=== fmul_arbiter ===
`src/rtl/fmul_arbiter.sv`:
```
// Two-port arbiter in front of a shared combinational FP32 multiplier, with a tagged result
// pipeline and per-port credit-protected response FIFOs. Define FMUL_ARB_FIXED_PRIO_EN for fixed port-0 priority.
module fmul_arbiter #(
    parameter int unsigned TAG_W       = 4,
    parameter int unsigned PIPE_STAGES = 1,
    parameter int unsigned RESP_DEPTH  = 2
) (
    input  logic             clk_i,
    input  logic             resetn_i,
    input  logic             flush_i,
    input  logic             req0_valid_i,
    output logic             req0_ready_o,
    input  logic [31:0]      req0_rs1_i,
    input  logic [31:0]      req0_rs2_i,
    input  logic [2:0]       req0_rm_i,
    input  logic [TAG_W-1:0] req0_tag_i,
    input  logic             req1_valid_i,
    output logic             req1_ready_o,
    input  logic [31:0]      req1_rs1_i,
    input  logic [31:0]      req1_rs2_i,
    input  logic [2:0]       req1_rm_i,
    input  logic [TAG_W-1:0] req1_tag_i,
    output logic             resp0_valid_o,
    input  logic             resp0_ready_i,
    output logic [31:0]      resp0_result_o,
    output logic [5:0]       resp0_class_o,
    output logic [TAG_W-1:0] resp0_tag_o,
    output logic             resp1_valid_o,
    input  logic             resp1_ready_i,
    output logic [31:0]      resp1_result_o,
    output logic [5:0]       resp1_class_o,
    output logic [TAG_W-1:0] resp1_tag_o,
    output logic [31:0]      mul_rs1_o,
    output logic [31:0]      mul_rs2_o,
    output logic [2:0]       mul_rm_o,
    input  logic [31:0]      mul_result_i,
    input  logic [5:0]       mul_class_i,
    output logic             busy_o
);
    localparam int unsigned CRED_W = 3;
    localparam int unsigned PTR_W  = 2;
    localparam int unsigned SLOTS  = 4;
    localparam int unsigned DW     = TAG_W + 38;
    localparam int unsigned EW     = DW + 1;
    localparam logic [CRED_W-1:0] CRED_MAX = CRED_W'(RESP_DEPTH);

    logic [CRED_W-1:0] r_credit [2];
    logic [1:0]        w_elig, w_gnt, w_push, w_pop, w_resp_valid, w_resp_ready;
    logic              r_s0_valid, r_s0_port;
    logic [TAG_W-1:0]  r_s0_tag;
    logic [EW-1:0]     w_cap_data, w_push_data;
    logic              w_push_valid, w_pipe_busy;
    logic [DW-1:0]     r_mem [2][SLOTS];
    logic [PTR_W-1:0]  r_rd [2];
    logic [PTR_W-1:0]  r_wr [2];
    logic [CRED_W-1:0] r_cnt [2];

    function automatic logic [PTR_W-1:0] ptr_inc(input logic [PTR_W-1:0] ptr);
        return (ptr == PTR_W'(RESP_DEPTH - 1)) ? '0 : ptr + PTR_W'(1);
    endfunction

    // A port may issue only when it holds a credit for a guaranteed FIFO slot.
    assign w_elig[0] = resetn_i & ~flush_i & req0_valid_i & (r_credit[0] != '0);
    assign w_elig[1] = resetn_i & ~flush_i & req1_valid_i & (r_credit[1] != '0);

`ifdef FMUL_ARB_FIXED_PRIO_EN
    always_comb begin
        w_gnt = 2'b00;
        if (w_elig[0])      w_gnt = 2'b01;
        else if (w_elig[1]) w_gnt = 2'b10;
    end
`else
    logic r_last_gnt;

    always_comb begin
        w_gnt = 2'b00;
        if (&w_elig) w_gnt = r_last_gnt ? 2'b01 : 2'b10;
        else         w_gnt = w_elig;
    end

    always_ff @(posedge clk_i or negedge resetn_i) begin
        if (!resetn_i)   r_last_gnt <= 1'b1;
        else if (|w_gnt) r_last_gnt <= w_gnt[1];
    end
`endif

    assign req0_ready_o = w_gnt[0];
    assign req1_ready_o = w_gnt[1];

    // Issue stage: operands drive the multiplier, {port, tag} ride alongside.
    always_ff @(posedge clk_i or negedge resetn_i) begin
        if (!resetn_i) begin
            r_s0_valid <= 1'b0;
            r_s0_port  <= 1'b0;
            r_s0_tag   <= '0;
            mul_rs1_o  <= '0;
            mul_rs2_o  <= '0;
            mul_rm_o   <= '0;
        end else begin
            r_s0_valid <= |w_gnt;
            if (|w_gnt) begin
                r_s0_port <= w_gnt[1];
                r_s0_tag  <= w_gnt[1] ? req1_tag_i : req0_tag_i;
                mul_rs1_o <= w_gnt[1] ? req1_rs1_i : req0_rs1_i;
                mul_rs2_o <= w_gnt[1] ? req1_rs2_i : req0_rs2_i;
                mul_rm_o  <= w_gnt[1] ? req1_rm_i  : req0_rm_i;
            end
        end
    end

    assign w_cap_data = {r_s0_port, r_s0_tag, mul_result_i, mul_class_i};

    generate
        if (PIPE_STAGES == 0) begin : g_no_pipe
            assign w_push_valid = r_s0_valid;
            assign w_push_data  = w_cap_data;
            assign w_pipe_busy  = 1'b0;
        end else begin : g_pipe
            logic [PIPE_STAGES-1:0] r_pv;
            logic [EW-1:0]          r_pd [PIPE_STAGES];

            always_ff @(posedge clk_i or negedge resetn_i) begin
                if (!resetn_i) begin
                    r_pv <= '0;
                    for (int k = 0; k < int'(PIPE_STAGES); k++) r_pd[k] <= '0;
                end else begin
                    r_pv[0] <= r_s0_valid & ~flush_i;
                    r_pd[0] <= w_cap_data;
                    for (int k = 1; k < int'(PIPE_STAGES); k++) begin
                        r_pv[k] <= r_pv[k-1] & ~flush_i;
                        r_pd[k] <= r_pd[k-1];
                    end
                end
            end

            assign w_push_valid = r_pv[PIPE_STAGES-1];
            assign w_push_data  = r_pd[PIPE_STAGES-1];
            assign w_pipe_busy  = |r_pv;
        end
    endgenerate

    assign w_resp_ready = {resp1_ready_i, resp0_ready_i};
    assign w_resp_valid = {(r_cnt[1] != '0), (r_cnt[0] != '0)};
    assign w_pop        = w_resp_valid & w_resp_ready & {2{~flush_i}};
    assign w_push[0]    = w_push_valid & ~flush_i & ~w_push_data[EW-1];
    assign w_push[1]    = w_push_valid & ~flush_i &  w_push_data[EW-1];

    // Response FIFOs and credits; credits mirror free FIFO slots minus in-flight issues.
    always_ff @(posedge clk_i or negedge resetn_i) begin
        if (!resetn_i) begin
            for (int p = 0; p < 2; p++) begin
                r_rd[p]     <= '0;
                r_wr[p]     <= '0;
                r_cnt[p]    <= '0;
                r_credit[p] <= CRED_MAX;
                for (int s = 0; s < int'(SLOTS); s++) r_mem[p][s] <= '0;
            end
        end else if (flush_i) begin
            for (int p = 0; p < 2; p++) begin
                r_rd[p]     <= '0;
                r_wr[p]     <= '0;
                r_cnt[p]    <= '0;
                r_credit[p] <= CRED_MAX;
            end
        end else begin
            for (int p = 0; p < 2; p++) begin
                if (w_push[p]) begin
                    r_mem[p][r_wr[p]] <= w_push_data[DW-1:0];
                    r_wr[p]           <= ptr_inc(r_wr[p]);
                end
                if (w_pop[p]) r_rd[p] <= ptr_inc(r_rd[p]);
                r_cnt[p]    <= r_cnt[p] + CRED_W'(w_push[p]) - CRED_W'(w_pop[p]);
                r_credit[p] <= r_credit[p] - CRED_W'(w_gnt[p]) + CRED_W'(w_pop[p]);
            end
        end
    end

    assign resp0_valid_o = w_resp_valid[0];
    assign resp1_valid_o = w_resp_valid[1];
    assign {resp0_tag_o, resp0_result_o, resp0_class_o} = r_mem[0][r_rd[0]];
    assign {resp1_tag_o, resp1_result_o, resp1_class_o} = r_mem[1][r_rd[1]];

    assign busy_o = r_s0_valid | w_pipe_busy | (|w_resp_valid);
endmodule

```
`config.mk`:
```
export PLATFORM = sky130hd
export DESIGN_NAME = fmul_arbiter
export DESIGN_NICKNAME = d
export VERILOG_FILES = /design/src/rtl/fmul_arbiter.sv
export SDC_FILE = /design/constraint.sdc
export NUM_CORES = 1
export LEC_CHECK = 0
export CORE_MARGIN = 10
export CORE_UTILIZATION = 33
export CTS_BUF_LIST = sky130_fd_sc_hd__clkbuf_4 sky130_fd_sc_hd__clkbuf_8 sky130_fd_sc_hd__clkbuf_16
export CTS_CLUSTER_SIZE = 12
export DETAILED_ROUTE_END_ITERATION = 6
export GPL_ROUTABILITY_DRIVEN = 1
export PLACE_DENSITY = 0.65
export SLEW_MARGIN = 20
export SYNTH_ARGS = -nofsm -noshare
export SYNTH_HDL_FRONTEND = slang
export SYNTH_SLANG_ARGS = --single-unit
```
`constraint.sdc`:
```
create_clock -name clk_i -period 3.9 [get_ports clk_i]
set_clock_uncertainty 0.2 [all_clocks]
set_input_delay 0.39 -clock clk_i [delete_from_list [all_inputs] [get_ports clk_i]]
set_output_delay 0.39 -clock clk_i [all_outputs]
set_load 0.005 [all_outputs]
```
=== mem_access_ctrl ===
File: config.mk
export PLATFORM = sky130hd
export DESIGN_NAME = mem_access_ctrl
export DESIGN_NICKNAME = d
export VERILOG_FILES = /design/src/rtl/mem_access_ctrl.sv
export SDC_FILE = /design/constraint.sdc
export NUM_CORES = 1
export LEC_CHECK = 0
export CELL_PAD_IN_SITES_DETAIL_PLACEMENT = 1
export CELL_PAD_IN_SITES_GLOBAL_PLACEMENT = 1
export CORE_MARGIN = 8
export CORE_UTILIZATION = 31
export CTS_BUF_LIST = sky130_fd_sc_hd__clkbuf_8 sky130_fd_sc_hd__clkbuf_16
export DETAILED_ROUTE_END_ITERATION = 16
export PLACE_DENSITY = 0.85
export REMOVE_ABC_BUFFERS = 1
export SLEW_MARGIN = 20
export SYNTH_ARGS = -nofsm -noshare
export SYNTH_HDL_FRONTEND = slang
export SYNTH_SLANG_ARGS = --single-unit
export TNS_END_PERCENT = 5
File: constraint.sdc
create_clock -name clk -period 4.15 [get_ports clk]
set_clock_uncertainty 0.2 [all_clocks]
set_input_delay 0.83 -clock clk [delete_from_list [all_inputs] [get_ports clk]]
set_output_delay 0.83 -clock clk [all_outputs]
set_load 0.01 [all_outputs]
File: src/rtl/mem_access_ctrl.sv
// mem_access_ctrl: sequencer between the MEM stage and a data memory.
// It accepts one load or store at a time and checks its alignment. It
// presents a word address, byte enables and lane-shifted store data to the
// memory and holds them until the grant. It then waits for read data and
// returns exactly one response per accepted request. Every output is decoded
// from state and latched fields only, so no input reaches an output
// combinationally.
module mem_access_ctrl #(
  parameter int unsigned TIMEOUT = 255  // ISSUE+WAIT cycle budget, 1..65535
) (
  input  logic        clk,
  input  logic        reset,
  input  logic        req_valid,
  output logic        req_ready,
  input  logic [2:0]  req_op,
  input  logic [31:0] req_addr,
  input  logic [31:0] req_wdata,
  output logic        resp_valid,
  output logic [31:0] resp_rdata,
  output logic        resp_err,
  output logic        busy,
  output logic        mem_req,
  output logic        mem_we,
  output logic [31:0] mem_addr,
  output logic [3:0]  mem_byteen,
  output logic [31:0] mem_wdata,
  input  logic        mem_gnt,
  input  logic        mem_rvalid,
  input  logic [31:0] mem_rdata
);

  typedef enum logic [1:0] {S_IDLE, S_ISSUE, S_WAIT, S_RESP} state_t;
  typedef enum logic [1:0] {SZ_BYTE, SZ_HALF, SZ_WORD} size_t;

  localparam logic [2:0] OP_LW  = 3'd0;
  localparam logic [2:0] OP_LB  = 3'd1;
  localparam logic [2:0] OP_LBU = 3'd2;
  localparam logic [2:0] OP_LH  = 3'd3;
  localparam logic [2:0] OP_LHU = 3'd4;
  localparam logic [2:0] OP_SW  = 3'd5;
  localparam logic [2:0] OP_SH  = 3'd7;

  // The count reaches TIMEOUT at the end of the cycle in which it reads TIMEOUT-1.
  localparam logic [15:0] TO_LAST = 16'(TIMEOUT - 1);

  function automatic size_t op_size(input logic [2:0] op);
    case (op)
      OP_LW, OP_SW:         return SZ_WORD;
      OP_LH, OP_LHU, OP_SH: return SZ_HALF;
      default:              return SZ_BYTE;
    endcase
  endfunction

  function automatic logic is_misaligned(input logic [2:0] op, input logic [1:0] a);
    case (op_size(op))
      SZ_WORD: return a != 2'b00;
      SZ_HALF: return a[0];
      default: return 1'b0;
    endcase
  endfunction

  state_t      state_q, state_d;
  logic [2:0]  op_q;
  logic [31:0] addr_q;
  logic [31:0] wdata_q;
  logic [31:0] rdata_q;
  logic        err_q;
  logic [15:0] cnt_q;

  logic        accept;
  logic        capture;
  logic        timeout_fire;
  logic        timeout_hit;
  logic        is_store;
  size_t       size_q;
  logic [31:0] rd_shift;
  logic [31:0] load_data;
  logic [3:0]  byteen;
  logic [31:0] lane_wdata;

  assign req_ready   = (state_q == S_IDLE);
  assign accept      = req_valid && req_ready;
  assign capture     = (state_q == S_WAIT) && mem_rvalid;
  assign timeout_hit = (cnt_q >= TO_LAST);
  // A grant or rvalid in the same cycle as the timeout wins.
  assign timeout_fire = timeout_hit &&
                        (((state_q == S_ISSUE) && !mem_gnt) ||
                         ((state_q == S_WAIT) && !mem_rvalid));
  assign is_store = (op_q >= OP_SW);
  assign size_q   = op_size(op_q);

  // State register; reset aborts any access in flight without a response.
  always_ff @(posedge clk or posedge reset) begin
    // NOTE: sequential state uses non-blocking assignments so every register samples pre-edge values.
    if (reset) state_q <= S_IDLE;
    else       state_q <= state_d;
  end

  // Next-state decode.
  always_comb begin
    // NOTE: default first so every path assigns state_d and no latch is inferred.
    state_d = state_q;
    case (state_q)
      S_IDLE: begin
        if (accept)
          state_d = is_misaligned(req_op, req_addr[1:0]) ? S_RESP : S_ISSUE;
      end
      S_ISSUE: begin
        if (mem_gnt)           state_d = is_store ? S_RESP : S_WAIT;
        else if (timeout_hit)  state_d = S_RESP;
      end
      S_WAIT: begin
        if (mem_rvalid || timeout_hit) state_d = S_RESP;
      end
      S_RESP:  state_d = S_IDLE;
      default: state_d = S_IDLE;
    endcase
  end

  // Request fields, response data/error and the timeout counter.
  always_ff @(posedge clk or posedge reset) begin
    if (reset) begin
      op_q    <= '0;
      addr_q  <= '0;
      wdata_q <= '0;
      rdata_q <= '0;
      err_q   <= 1'b0;
      cnt_q   <= '0;
    end else begin
      if (accept) begin
        op_q    <= req_op;
        addr_q  <= req_addr;
        wdata_q <= req_wdata;
        rdata_q <= '0;
        err_q   <= is_misaligned(req_op, req_addr[1:0]);
        cnt_q   <= '0;
      end else if ((state_q == S_ISSUE) || (state_q == S_WAIT)) begin
        cnt_q <= cnt_q + 16'd1;
      end
      if (capture)      rdata_q <= load_data;
      if (timeout_fire) err_q   <= 1'b1;
    end
  end

  // Lane selection and sign/zero extension of the returned word.
  assign rd_shift = mem_rdata >> {addr_q[1:0], 3'b000};

  always_comb begin
    load_data = rd_shift;
    case (op_q)
      OP_LB:   load_data = {{24{rd_shift[7]}}, rd_shift[7:0]};
      OP_LBU:  load_data = {24'h0, rd_shift[7:0]};
      OP_LH:   load_data = {{16{rd_shift[15]}}, rd_shift[15:0]};
      OP_LHU:  load_data = {16'h0, rd_shift[15:0]};
      default: load_data = rd_shift;
    endcase
  end

  // Byte enables and lane-shifted store data from the latched access.
  always_comb begin
    byteen     = 4'b1111;
    lane_wdata = wdata_q;
    case (size_q)
      SZ_HALF: begin
        byteen     = addr_q[1] ? 4'b1100 : 4'b0011;
        lane_wdata = addr_q[1] ? {wdata_q[15:0], 16'h0} : {16'h0, wdata_q[15:0]};
      end
      SZ_BYTE: begin
        byteen     = 4'b0001 << addr_q[1:0];
        lane_wdata = 32'(wdata_q[7:0]) << {addr_q[1:0], 3'b000};
      end
      default: begin
        byteen     = 4'b1111;
        lane_wdata = wdata_q;
      end
    endcase
  end

  // Memory side is only driven while the request is outstanding.
  assign mem_req    = (state_q == S_ISSUE);
  assign mem_we     = mem_req && is_store;
  assign mem_addr   = mem_req ? {addr_q[31:2], 2'b00} : 32'h0;
  assign mem_byteen = mem_req ? byteen : 4'h0;
  assign mem_wdata  = mem_req ? lane_wdata : 32'h0;

  assign resp_valid = (state_q == S_RESP);
  assign resp_rdata = resp_valid ? rdata_q : 32'h0;
  assign resp_err   = resp_valid && err_q;
  assign busy       = (state_q != S_IDLE);

endmodule
=== uart_cmd_frame_decoder ===
[src/rtl/uart_cmd_frame_decoder.sv]
// UART host command frame decoder: sync/cmd/addr/addr/xor framing,
// ACK/NAK response and valid/ack hand-off to the memory processor.
module uart_cmd_frame_decoder #(
    parameter int         TIMEOUT_CYCLES = 1000000,
    parameter logic [7:0] SYNC_BYTE      = 8'hA5,
    parameter logic [7:0] CMD_READ       = 8'h01,
    parameter logic [7:0] CMD_WRITE      = 8'h02,
    parameter logic [7:0] ACK_BYTE       = 8'h06,
    parameter logic [7:0] NAK_BYTE       = 8'h15
) (
    input  logic        clk,
    input  logic        rst_n,
    input  logic [7:0]  rx_byte,
    input  logic        rx_done,
    output logic        rx_trigger,
    input  logic        tx_done,
    output logic [7:0]  tx_byte,
    output logic        tx_trigger,
    output logic [7:0]  command,
    output logic [15:0] start_address,
    output logic [15:0] end_address,
    output logic        cmd_valid,
    input  logic        cmd_ack,
    output logic [7:0]  err_count
);

    localparam int TW = $clog2(TIMEOUT_CYCLES + 1);
    localparam logic [TW-1:0] TMO_LAST = TW'(TIMEOUT_CYCLES - 1);

    typedef enum logic [2:0] {
        IDLE,
        COLLECT,
        CHECK,
        RESP,
        ISSUE
    } state_t;

    state_t        state;
    logic          rx_armed;
    logic [2:0]    byte_cnt;
    logic [7:0]    xsum;
    logic [7:0]    f_cmd;
    logic [7:0]    f_chk;
    logic [15:0]   f_sa;
    logic [15:0]   f_ea;
    logic [TW-1:0] tmo;
    logic          resp_ack;
    logic          accept;
    logic          frame_ok;

    assign accept = rx_done && rx_armed
                    && (state == IDLE || state == COLLECT);

    assign frame_ok = (f_cmd == CMD_READ || f_cmd == CMD_WRITE)
                      && (f_sa <= f_ea)
                      && (xsum == f_chk);

    always_ff @(posedge clk or negedge rst_n) begin
        if (!rst_n) begin
            state         <= IDLE;
            rx_armed      <= 1'b1;
            byte_cnt      <= '0;
            xsum          <= '0;
            f_cmd         <= '0;
            f_chk         <= '0;
            f_sa          <= '0;
            f_ea          <= '0;
            tmo           <= '0;
            resp_ack      <= 1'b0;
            rx_trigger    <= 1'b0;
            tx_byte       <= '0;
            tx_trigger    <= 1'b0;
            command       <= '0;
            start_address <= '0;
            end_address   <= '0;
            cmd_valid     <= 1'b0;
            err_count     <= '0;
        end else begin
            rx_trigger <= accept;
            tx_trigger <= 1'b0;
            // re-arm only once the receiver has dropped its byte
            if (accept)
                rx_armed <= 1'b0;
            else if (!rx_done)
                rx_armed <= 1'b1;

            case (state)
                IDLE: begin
                    if (accept && rx_byte == SYNC_BYTE) begin
                        state    <= COLLECT;
                        byte_cnt <= '0;
                        xsum     <= '0;
                        tmo      <= '0;
                    end
                end
                COLLECT: begin
                    if (accept) begin
                        tmo      <= '0;
                        byte_cnt <= byte_cnt + 3'd1;
                        if (byte_cnt != 3'd5)
                            xsum <= xsum ^ rx_byte;
                        case (byte_cnt)
                            3'd0: f_cmd      <= rx_byte;
                            3'd1: f_sa[15:8] <= rx_byte;
                            3'd2: f_sa[7:0]  <= rx_byte;
                            3'd3: f_ea[15:8] <= rx_byte;
                            3'd4: f_ea[7:0]  <= rx_byte;
                            default: begin
                                f_chk <= rx_byte;
                                state <= CHECK;
                            end
                        endcase
                    end else if (tmo == TMO_LAST) begin
                        state <= IDLE;
                        if (err_count != 8'hFF)
                            err_count <= err_count + 8'd1;
                    end else begin
                        tmo <= tmo + TW'(1);
                    end
                end
                CHECK: begin
                    resp_ack <= frame_ok;
                    state    <= RESP;
                    if (frame_ok) begin
                        command       <= f_cmd;
                        start_address <= f_sa;
                        end_address   <= f_ea;
                    end else if (err_count != 8'hFF) begin
                        err_count <= err_count + 8'd1;
                    end
                end
                RESP: begin
                    if (tx_done) begin
                        tx_byte    <= resp_ack ? ACK_BYTE : NAK_BYTE;
                        tx_trigger <= 1'b1;
                        state      <= resp_ack ? ISSUE : IDLE;
                    end
                end
                ISSUE: begin
                    if (cmd_valid && cmd_ack) begin
                        cmd_valid <= 1'b0;
                        state     <= IDLE;
                    end else begin
                        cmd_valid <= 1'b1;
                    end
                end
                default: state <= IDLE;
            endcase
        end
    end

endmodule
[config.mk]
export PLATFORM = sky130hd
export DESIGN_NAME = uart_cmd_frame_decoder
export DESIGN_NICKNAME = d
export VERILOG_FILES = /design/src/rtl/uart_cmd_frame_decoder.sv
export SDC_FILE = /design/constraint.sdc
export NUM_CORES = 1
export LEC_CHECK = 0
export CAP_MARGIN = 15
export CORE_ASPECT_RATIO = 0.8
export CORE_MARGIN = 4
export CORE_UTILIZATION = 61
export CTS_CLUSTER_DIAMETER = 150
export DETAILED_ROUTE_END_ITERATION = 7
export GPL_ROUTABILITY_DRIVEN = 0
export GPL_TIMING_DRIVEN = 1
export PLACE_DENSITY = 0.85
export SYNTH_ARGS = -nofsm -noshare
export SYNTH_HDL_FRONTEND = slang
export SYNTH_SLANG_ARGS = --single-unit
[constraint.sdc]
create_clock -name clk -period 3.6 [get_ports clk]
set_input_delay 0.36 -clock clk [delete_from_list [all_inputs] [get_ports clk]]
set_output_delay 0.36 -clock clk [all_outputs]
set_load 0.02 [all_outputs]
=== vid_ctl_gen_flat ===
File: src/rtl/vid_ctl_gen_pkg.sv
// Shared constants for the video control generator: window defaults (2C02 and 2C07),
// idle output encodings and the pixel class encoding.
package vid_ctl_gen_pkg;

  localparam logic [8:0] C02_HMAX        = 9'd340;
  localparam logic [8:0] C02_PIC_END     = 9'd256;
  localparam logic [8:0] C02_HSYNC_START = 9'd277;
  localparam logic [8:0] C02_HSYNC_END   = 9'd302;
  localparam logic [8:0] C02_BURST_START = 9'd306;
  localparam logic [8:0] C02_BURST_END   = 9'd321;
  localparam logic [8:0] C02_VPIC_END    = 9'd240;
  localparam logic [8:0] C02_VSYNC_START = 9'd244;
  localparam logic [8:0] C02_VSYNC_END   = 9'd247;

  // PAL part: same horizontal timing, longer frame with vsync further down
  localparam logic [8:0] C07_HMAX        = 9'd340;
  localparam logic [8:0] C07_PIC_END     = 9'd256;
  localparam logic [8:0] C07_HSYNC_START = 9'd277;
  localparam logic [8:0] C07_HSYNC_END   = 9'd302;
  localparam logic [8:0] C07_BURST_START = 9'd306;
  localparam logic [8:0] C07_BURST_END   = 9'd321;
  localparam logic [8:0] C07_VPIC_END    = 9'd239;
  localparam logic [8:0] C07_VSYNC_START = 9'd269;
  localparam logic [8:0] C07_VSYNC_END   = 9'd272;

  localparam logic [3:0] N_CC_IDLE = 4'hF;
  localparam logic [1:0] N_LL_IDLE = 2'b11;
  localparam logic [5:0] COL_BLANK = 6'h0F;

  typedef enum logic [1:0] {
    CLS_SYNC   = 2'd0,
    CLS_BURST  = 2'd1,
    CLS_PIC    = 2'd2,
    CLS_BORDER = 2'd3
  } pix_class_t;

  function automatic logic [5:0] gray_col(input logic [5:0] col, input logic gray);
    return gray ? {col[5:4], 4'h0} : col;
  endfunction

endpackage

File: src/rtl/vid_ctl_gen_if.sv
// Pixel-side bundle between the counters/palette and the video control generator.
// GRAY exists only when VID_GRAYSCALE_EN is defined.
interface vid_ctl_gen_if;
  logic       PCLK;
  logic [8:0] H_in;
  logic [8:0] V_in;
  logic [5:0] PAL_in;
  logic [5:0] BG_in;
  logic [2:0] EMPH_in;
`ifdef VID_GRAYSCALE_EN
  logic       GRAY;
`endif
  logic [3:0] n_CC;
  logic [1:0] n_LL;
  logic       n_TR;
  logic       n_TG;
  logic       n_TB;
  logic       SYNC;
  logic       BURST;
  logic       n_PICTURE;
  logic       ODD;

  modport master (
    output PCLK, H_in, V_in, PAL_in, BG_in, EMPH_in,
`ifdef VID_GRAYSCALE_EN
    output GRAY,
`endif
    input  n_CC, n_LL, n_TR, n_TG, n_TB, SYNC, BURST, n_PICTURE, ODD
  );

  modport slave (
    input  PCLK, H_in, V_in, PAL_in, BG_in, EMPH_in,
`ifdef VID_GRAYSCALE_EN
    input  GRAY,
`endif
    output n_CC, n_LL, n_TR, n_TG, n_TB, SYNC, BURST, n_PICTURE, ODD
  );
endinterface

File: src/rtl/vid_ctl_gen_hwin.sv
// Half-open window test: in_window = value in [win_start, win_end).
module vid_hwin (
  input  logic [8:0] value,
  input  logic [8:0] win_start,
  input  logic [8:0] win_end,
  output logic       in_window
);
  assign in_window = (value >= win_start) && (value < win_end);
endmodule

File: src/rtl/vid_ctl_gen.sv
// Pixel-rate video control generator: two-stage pipeline from H/V/colour samples to
// inverted colour, emphasis, SYNC/BURST/n_PICTURE and field parity. Option: VID_GRAYSCALE_EN.
module vid_ctl_gen
  import vid_ctl_gen_pkg::*;
#(
  parameter logic [8:0] HMAX        = C02_HMAX,
  parameter logic [8:0] PIC_END     = C02_PIC_END,
  parameter logic [8:0] HSYNC_START = C02_HSYNC_START,
  parameter logic [8:0] HSYNC_END   = C02_HSYNC_END,
  parameter logic [8:0] BURST_START = C02_BURST_START,
  parameter logic [8:0] BURST_END   = C02_BURST_END,
  parameter logic [8:0] VPIC_END    = C02_VPIC_END,
  parameter logic [8:0] VSYNC_START = C02_VSYNC_START,
  parameter logic [8:0] VSYNC_END   = C02_VSYNC_END
) (
  input  logic         CLK,
  input  logic         RES,
  vid_ctl_gen_if.slave bus
);

  logic       pclk_d;
  logic       tick;
  logic       vs_w, hs_w, bu_w, hp_w, vp_w;
  pix_class_t cls_d, s1_cls;
  logic [5:0] col_src, col_d, s1_col;
  logic [2:0] s1_emph;
  logic [8:0] v_prev;
  logic       odd;

  logic       sync_d, burst_d, npic_d;
  logic [3:0] ncc_d;
  logic [1:0] nll_d;
  logic [2:0] nt_d;
  logic       sync_q, burst_q, npic_q;
  logic [3:0] ncc_q;
  logic [1:0] nll_q;
  logic [2:0] nt_q;

  assign tick = bus.PCLK & ~pclk_d;

  vid_hwin u_vsync (.value(bus.V_in), .win_start(VSYNC_START), .win_end(VSYNC_END), .in_window(vs_w));
  vid_hwin u_hsync (.value(bus.H_in), .win_start(HSYNC_START), .win_end(HSYNC_END), .in_window(hs_w));
  vid_hwin u_burst (.value(bus.H_in), .win_start(BURST_START), .win_end(BURST_END), .in_window(bu_w));
  vid_hwin u_hpic  (.value(bus.H_in), .win_start('0),          .win_end(PIC_END),   .in_window(hp_w));
  vid_hwin u_vpic  (.value(bus.V_in), .win_start('0),          .win_end(VPIC_END),  .in_window(vp_w));

  // Stage 1 classification; out-of-range H overrides every window and blanks the colour
  always_comb begin
    cls_d   = CLS_BORDER;
    col_src = bus.BG_in;
    if (bus.H_in > HMAX) begin
      cls_d = CLS_BORDER;
    end else if (vs_w || hs_w) begin
      cls_d = CLS_SYNC;
    end else if (bu_w) begin
      cls_d = CLS_BURST;
    end else if (hp_w && vp_w) begin
      cls_d   = CLS_PIC;
      col_src = bus.PAL_in;
    end
`ifdef VID_GRAYSCALE_EN
    col_d = gray_col(col_src, bus.GRAY);
`else
    col_d = col_src;
`endif
    if (bus.H_in > HMAX) col_d = COL_BLANK;
  end

  always_ff @(posedge CLK or posedge RES) begin
    if (RES) begin
      pclk_d  <= 1'b1;
      s1_cls  <= CLS_BORDER;
      s1_col  <= '0;
      s1_emph <= '0;
      v_prev  <= '0;
      odd     <= 1'b0;
    end else begin
      pclk_d <= bus.PCLK;
      if (tick) begin
        s1_cls  <= cls_d;
        s1_col  <= col_d;
        s1_emph <= bus.EMPH_in;
        v_prev  <= bus.V_in;
        if (bus.V_in == '0 && v_prev != '0) odd <= ~odd;
      end
    end
  end

  always_comb begin
    sync_d  = 1'b0;
    burst_d = 1'b0;
    npic_d  = 1'b1;
    ncc_d   = ~s1_col[3:0];
    nll_d   = ~s1_col[5:4];
    nt_d    = ~s1_emph;
    case (s1_cls)
      CLS_SYNC: begin
        sync_d = 1'b1;
        ncc_d  = N_CC_IDLE;
        nll_d  = N_LL_IDLE;
        nt_d   = '1;
      end
      CLS_BURST: begin
        burst_d = 1'b1;
        ncc_d   = N_CC_IDLE;
        nll_d   = N_LL_IDLE;
        nt_d    = '1;
      end
      CLS_PIC:  npic_d = 1'b0;
      default:  ;
    endcase
  end

  always_ff @(posedge CLK or posedge RES) begin
    if (RES) begin
      sync_q  <= 1'b0;
      burst_q <= 1'b0;
      npic_q  <= 1'b1;
      ncc_q   <= N_CC_IDLE;
      nll_q   <= N_LL_IDLE;
      nt_q    <= '1;
    end else if (tick) begin
      sync_q  <= sync_d;
      burst_q <= burst_d;
      npic_q  <= npic_d;
      ncc_q   <= ncc_d;
      nll_q   <= nll_d;
      nt_q    <= nt_d;
    end
  end

  assign bus.SYNC      = sync_q;
  assign bus.BURST     = burst_q;
  assign bus.n_PICTURE = npic_q;
  assign bus.n_CC      = ncc_q;
  assign bus.n_LL      = nll_q;
  assign bus.n_TR      = nt_q[0];
  assign bus.n_TG      = nt_q[1];
  assign bus.n_TB      = nt_q[2];
  assign bus.ODD       = odd;

endmodule

File: src/flat_wrapper.sv
// flat-port wrapper written by rule: the top's interface ports become plain ports
module vid_ctl_gen_flat import vid_ctl_gen_pkg::*;
#(
  parameter logic [8:0] HMAX        = C02_HMAX,
  parameter logic [8:0] PIC_END     = C02_PIC_END,
  parameter logic [8:0] HSYNC_START = C02_HSYNC_START,
  parameter logic [8:0] HSYNC_END   = C02_HSYNC_END,
  parameter logic [8:0] BURST_START = C02_BURST_START,
  parameter logic [8:0] BURST_END   = C02_BURST_END,
  parameter logic [8:0] VPIC_END    = C02_VPIC_END,
  parameter logic [8:0] VSYNC_START = C02_VSYNC_START,
  parameter logic [8:0] VSYNC_END   = C02_VSYNC_END
)
  (CLK, RES, bus_PCLK, bus_H_in, bus_V_in, bus_PAL_in, bus_BG_in, bus_EMPH_in, bus_n_CC, bus_n_LL, bus_n_TR, bus_n_TG, bus_n_TB, bus_SYNC, bus_BURST, bus_n_PICTURE, bus_ODD);
  vid_ctl_gen_if bus_i ();
  input  logic CLK;
  input  logic RES;
  input wire logic [$bits(bus_i.PCLK)-1:0] bus_PCLK;
  input wire logic [$bits(bus_i.H_in)-1:0] bus_H_in;
  input wire logic [$bits(bus_i.V_in)-1:0] bus_V_in;
  input wire logic [$bits(bus_i.PAL_in)-1:0] bus_PAL_in;
  input wire logic [$bits(bus_i.BG_in)-1:0] bus_BG_in;
  input wire logic [$bits(bus_i.EMPH_in)-1:0] bus_EMPH_in;
  output wire logic [$bits(bus_i.n_CC)-1:0] bus_n_CC;
  output wire logic [$bits(bus_i.n_LL)-1:0] bus_n_LL;
  output wire logic [$bits(bus_i.n_TR)-1:0] bus_n_TR;
  output wire logic [$bits(bus_i.n_TG)-1:0] bus_n_TG;
  output wire logic [$bits(bus_i.n_TB)-1:0] bus_n_TB;
  output wire logic [$bits(bus_i.SYNC)-1:0] bus_SYNC;
  output wire logic [$bits(bus_i.BURST)-1:0] bus_BURST;
  output wire logic [$bits(bus_i.n_PICTURE)-1:0] bus_n_PICTURE;
  output wire logic [$bits(bus_i.ODD)-1:0] bus_ODD;
  assign bus_i.PCLK = bus_PCLK;
  assign bus_i.H_in = bus_H_in;
  assign bus_i.V_in = bus_V_in;
  assign bus_i.PAL_in = bus_PAL_in;
  assign bus_i.BG_in = bus_BG_in;
  assign bus_i.EMPH_in = bus_EMPH_in;
  assign bus_n_CC = bus_i.n_CC;
  assign bus_n_LL = bus_i.n_LL;
  assign bus_n_TR = bus_i.n_TR;
  assign bus_n_TG = bus_i.n_TG;
  assign bus_n_TB = bus_i.n_TB;
  assign bus_SYNC = bus_i.SYNC;
  assign bus_BURST = bus_i.BURST;
  assign bus_n_PICTURE = bus_i.n_PICTURE;
  assign bus_ODD = bus_i.ODD;
  vid_ctl_gen #(.HMAX(HMAX), .PIC_END(PIC_END), .HSYNC_START(HSYNC_START), .HSYNC_END(HSYNC_END), .BURST_START(BURST_START), .BURST_END(BURST_END), .VPIC_END(VPIC_END), .VSYNC_START(VSYNC_START), .VSYNC_END(VSYNC_END)) u_core (.CLK(CLK), .RES(RES), .bus(bus_i));
endmodule
File: config.mk
export PLATFORM = sky130hd
export DESIGN_NAME = vid_ctl_gen_flat
export DESIGN_NICKNAME = d
export VERILOG_FILES = /design/src/rtl/vid_ctl_gen_pkg.sv /design/src/rtl/vid_ctl_gen_if.sv /design/src/rtl/vid_ctl_gen_hwin.sv /design/src/rtl/vid_ctl_gen.sv /design/src/flat_wrapper.sv
export SDC_FILE = /design/constraint.sdc
export NUM_CORES = 1
export LEC_CHECK = 0
export CORE_ASPECT_RATIO = 1.75
export CORE_MARGIN = 2
export CORE_UTILIZATION = 36
export CTS_CLUSTER_SIZE = 24
export DETAILED_ROUTE_END_ITERATION = 16
export GPL_TIMING_DRIVEN = 0
export HOLD_SLACK_MARGIN = 0.03
export PLACE_DENSITY_LB_ADDON = 0.1
export REMOVE_ABC_BUFFERS = 1
export SYNTH_ARGS = -nofsm -noshare
export SYNTH_HDL_FRONTEND = slang
export SYNTH_SLANG_ARGS = --single-unit
File: constraint.sdc
create_clock -name CLK -period 3.2 [get_ports CLK]
set_input_delay 0.96 -clock CLK [delete_from_list [all_inputs] [get_ports CLK]]
set_output_delay 0.96 -clock CLK [all_outputs]
set_load 0.005 [all_outputs]
**mem_access_ctrl: signal wires on met3**

Cells faint in the background.
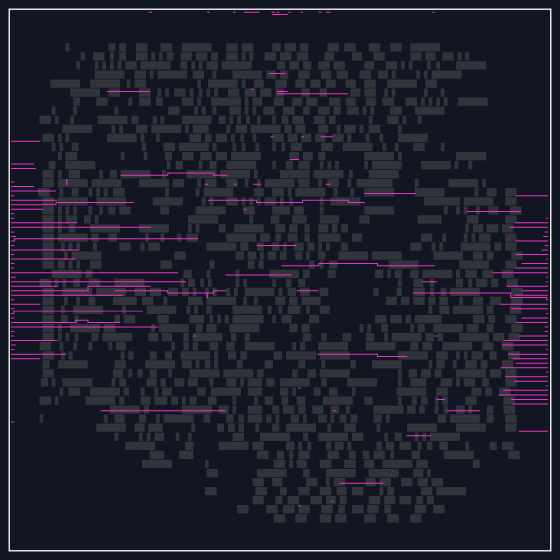
The layer carries 1400 µm of wire. 113 nets have wire on it. The wires run mostly horizontal. The layer holds 5.9% of the routed length.

==> results.py, mem_access_ctrl <==
# Flow results
metrics = {
    "status": {
        "status": "finished, final reports clean",
    },
    "setup_path": {
        "end_kind": "output pin",
        "r2r-start": "addr_q[1]",
        "cp-start-kind": "flip-flop",
    },
    "layout": {
        "largestClassByArea": "logic gates",
        "final_common_cell": "nand2_1",
        "comb_cells": 593,
        "lay_top_cells": "nand2_1, clkdlybuf4s50_1, dfrtp_1",
        "drive_gt1_share_pct": 6.442,
    },
    "placed_design": {
        "routabilityCongestion": 0.7985,
    },
    "power_and_ir_drop": {
        "combPwrFrac_pct": 48.1,
        "swShare_pct": 40.37,
        "power_leader": "combinational cells",
        "leakage_nw": 4.316,
        "p_sw_mw": 2.682,
    },
    "global_route": {
        "grt_use_met3_pct": 5.847,
        "met1_usage_pct": 21.23,
        "antenna_found_initial": 1,
    },
    "yosys": {
        "flop_cell": "dfrtp_1",
    },
    "min_path": {
        "hold_depth": 2,
        "holdCritStartpoint": "addr_q[29]",
    },
    "die": {
        "dieArea_mm2": 0.02630,
    },
    "final_timing": {
        "finalSetupTns_ns": 0,
        "fmax_ghz": 0.2525,
        "final-hold-violation-count": 0,
    },
    "clock_tree": {
        "cts_root_buffer": "clkbuf_16",
        "cts_htree_levels": 4,
    },
}
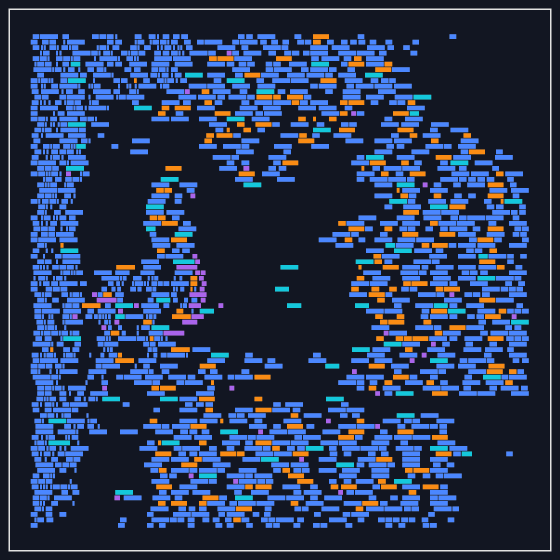
**Above:** fmul_arbiter (cells by drive strength).
Key: drive 6 and up = cyan [cells 70, share 4.0%]; drive 3 to 4 = purple [cells 47, share 2.7%]; drive 1 or less = blue [cells 1438, share 82%]; drive 2 = orange [cells 196, share 11%]
PnR worst setup slack: 0.4804 ns
Signal buffers: 378

==> results.py, fmul_arbiter <==
# Flow results
metrics = {
    "yosys": {
        "most_common_cell": "dfrtp_1",
        "adder_share_pct": 0.8293,
        "flop_cell": "dfrtp_1",
        "syn_area_mm2": 0.02022,
    },
    "power_and_ir_drop": {
        "p_int_mw": 11.22,
    },
    "drt": {
        "highest_layer": "met4",
        "route.detailed.drc": 6,
    },
    "global_route": {
        "grt_pass1_vias": 14230,
    },
    "layout": {
        "seq_share_pct": 45.09,
        "final_area_mm2": 0.02634,
        "final_common_cell": "dfrtp_1",
        "lay_top_cells": "dfrtp_1, clkdlybuf4s50_1, mux2_1",
    },
    "status": {
        "violations": "design-rule violations",
        "status": "finished, violations left",
    },
    "job": {
        "drv_cap": 0,
    },
    "die": {
        "fp-row-count": 90,
        "pin_count": 343,
        "initial_utilization_pct": 33.43,
    },
    "min_path": {
        "worst_hold_path_type": "input pin to flip-flop",
    },
    "setup_path": {
        "rrSetupSlack_ns": 1.15,
    },
    "clock_tree": {
        "post_cts_resized": 0,
    },
}
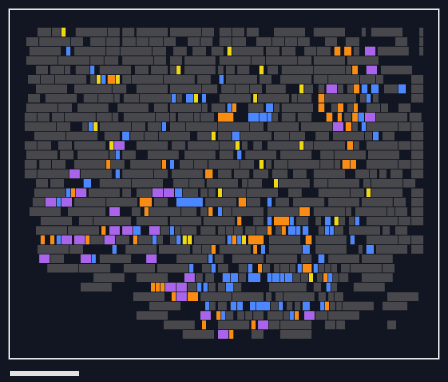
**Above:** uart_cmd_frame_decoder (selected gate families).
Bar = 20 µm.
Key: NOR gates = orange [cells 55, most used nor2_1]; NAND gates = blue [cells 85, most used nand2_1]; inverters = yellow [cells 23, most used inv_1]; XOR/XNOR gates = purple [cells 30, most used xor2_1]
final non-filler cell total: 792
logic share of the area: 35.95%
most used logic cell in the final layout: dfrtp_1

==> results.py, uart_cmd_frame_decoder <==
# Flow results
metrics = {
    "setup_path": {
        "arrival_ns": 3.20,
        "rrSetupSlack_ns": 0.70,
        "r2r-start": "f_ea[1]",
    },
    "clock_tree": {
        "cts_setup_buffers": 0,
        "cts_buffer_depth": 2,
    },
    "global_route": {
        "antenna_found_initial": 0,
        "grt_overflow_total": 0,
    },
    "status": {
        "status": "finished, violations left",
        "violations": "negative hold slack",
    },
    "drt": {
        "wl_met2_um": 7130,
        "viasPerCell": 6.011,
        "wl_per_cell_um": 19.32,
    },
    "final_timing": {
        "clock_skew_ns": 0.007978,
        "hold_ws_ns": -0.02256,
        "final-hold-violation-count": 7,
        "layout_worst_path_cycle_share_pct": 80.53,
    },
    "yosys": {
        "adder_share_pct": 4.437,
        "ys_area_mm2": 0.006486,
    },
    "layout": {
        "final_area_mm2": 0.007919,
        "seq_area_mm2": 0.003455,
        "largest_reg_flops": 20,
    },
}
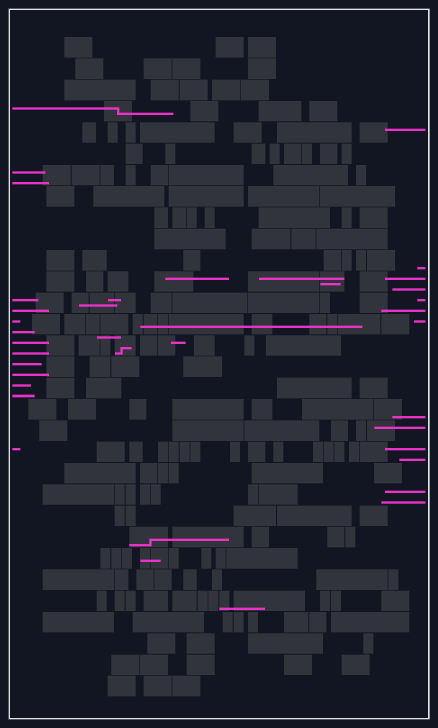
**Above:** vid_ctl_gen_flat (signal wires on met3).
Cells faint in the background.
The layer carries 194 µm of wire. The layer holds 5.7% of the routed length. The longest straight run is 28.1 µm. 37 nets have wire on it.
M3 GR Usage: 4.636%
final wirelength: 3397 µm

==> results.py, vid_ctl_gen_flat <==
# Flow results
metrics = {
    "final_timing": {
        "slew_headroom_pct": 49.85,
        "layout_min_cycle_time_ns": 2.606,
        "setup_viol": 0,
    },
    "power_and_ir_drop": {
        "sequentialPowerShare_pct": 51.8,
        "p_comb_mw": 0.199,
        "power.share.clock_pct": 28.7,
    },
    "yosys": {
        "ys_sh_simple_pct": 23.19,
        "top_area_share_pct": 34.17,
        "ys_ff": 34,
    },
    "clock_tree": {
        "path_clk_slew_ns": 0.06,
        "cts_root_buffer": "clkbuf_8",
        "cts_htree_levels": 2,
    },
    "setup_path": {
        "crit_fanout": 20,
        "rrSetupSlack_ns": 1.33,
        "slowest_delay_ns": 0.72,
        "crit_required_ns": 3.41,
        "crit_family": "AND-OR/OR-AND gates",
        "crit_end": "u_core.s1_col[5]",
    },
    "placed_design": {
        "routabilityCongestion": 0.8062,
    },
    "layout": {
        "final_util_pct": 52.77,
        "fillers": 389,
    },
    "status": {
        "status": "finished, final reports clean",
    },
    "global_route": {
        "met1_usage_pct": 17.33,
    },
    "min_path": {
        "holdCritStartpoint": "u_core.s1_col[3]",
    },
}

==> gallery <==
Routing congestion.
picture 1
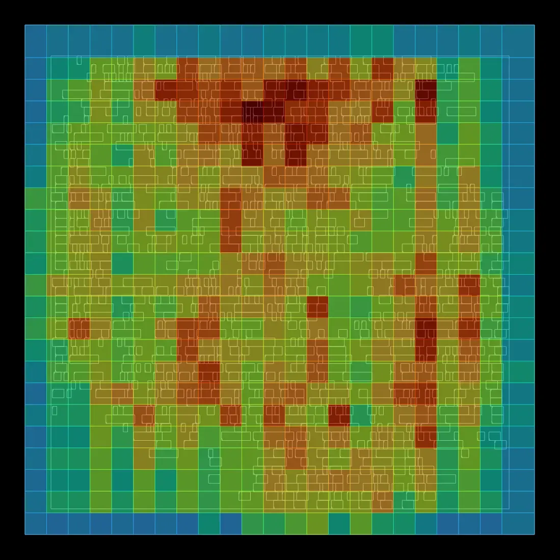
picture 2
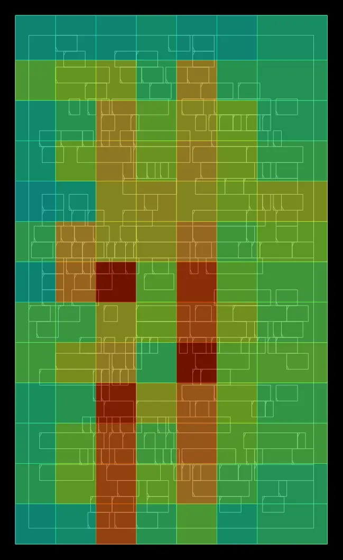
picture 3
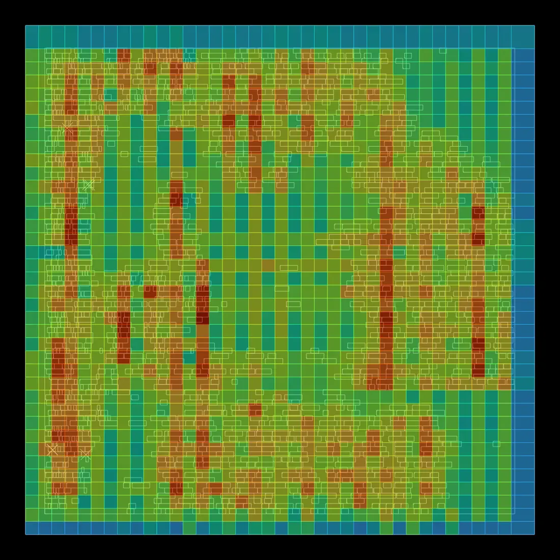
picture 4
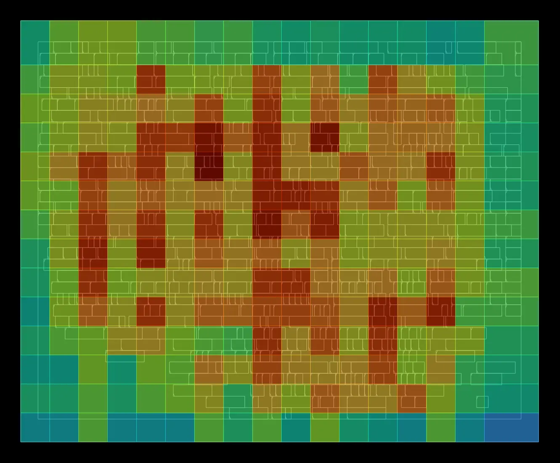
- highest track usage: picture 4
- least wire per cell: picture 2
Picture 1 comes from mem_access_ctrl.
Picture 2 comes from vid_ctl_gen_flat.
Picture 4 comes from uart_cmd_frame_decoder.
Picture 3 comes from fmul_arbiter.



## Gallery

Cells by drive strength.
shot_01.png
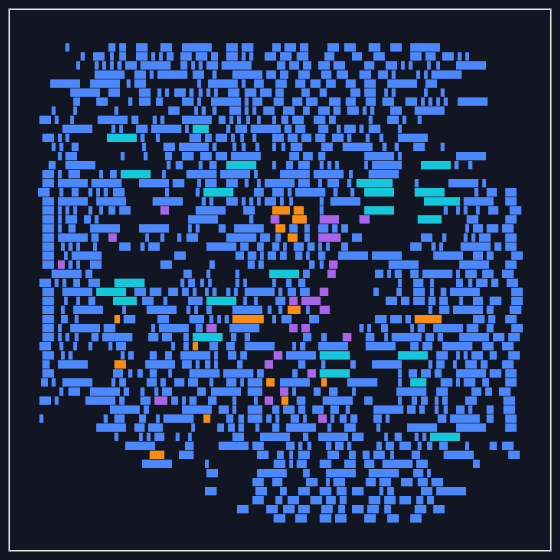
shot_02.png
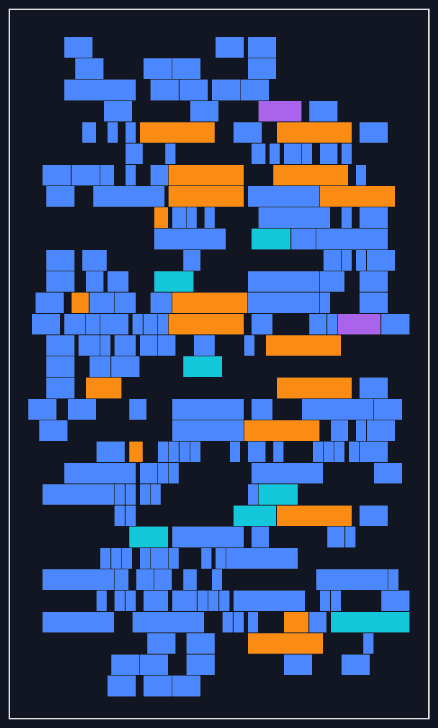
shot_03.png
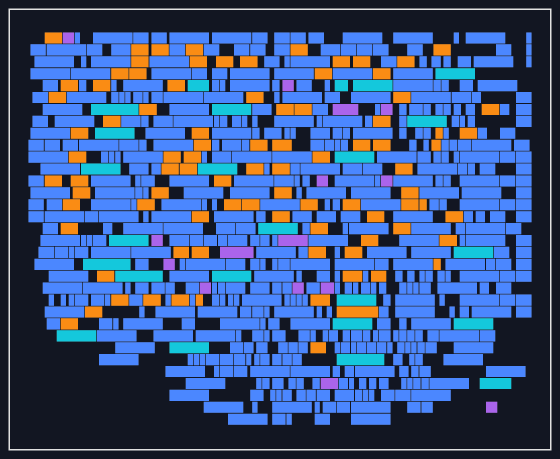
The one with the fewest cells is shot_02.png.
| picture | from |
|---|---|
| shot_02.png | vid_ctl_gen_flat |
| shot_01.png | mem_access_ctrl |
| shot_03.png | uart_cmd_frame_decoder |


==> layout pictures side by side <==
Selected gate families.
panel A
Bar = 20 µm.
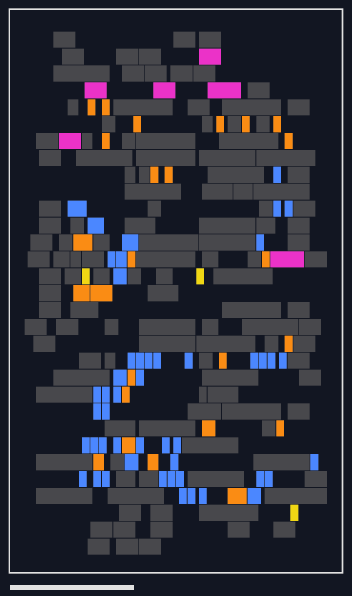
panel B
Bar = 50 µm.
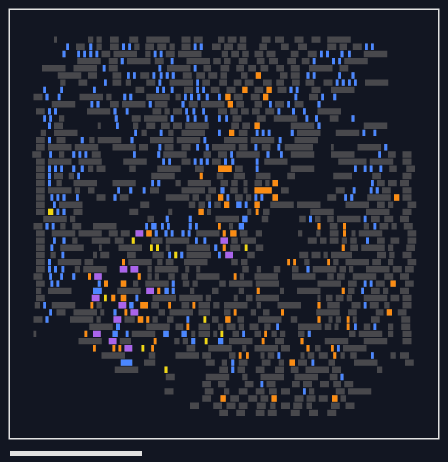
panel C
Bar = 100 µm.
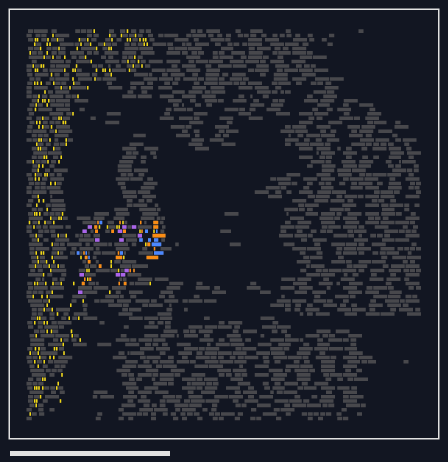
- mem_access_ctrl = panel B
- fmul_arbiter = panel C
- vid_ctl_gen_flat = panel A

Key to panel B:
Key: NOR gates = orange [cells 77, most used nor2_1]; inverters = yellow [cells 12, most used inv_1]; NAND gates = blue [cells 254, most used nand2_1]; XOR/XNOR gates = purple [cells 14, most used xnor2_1]

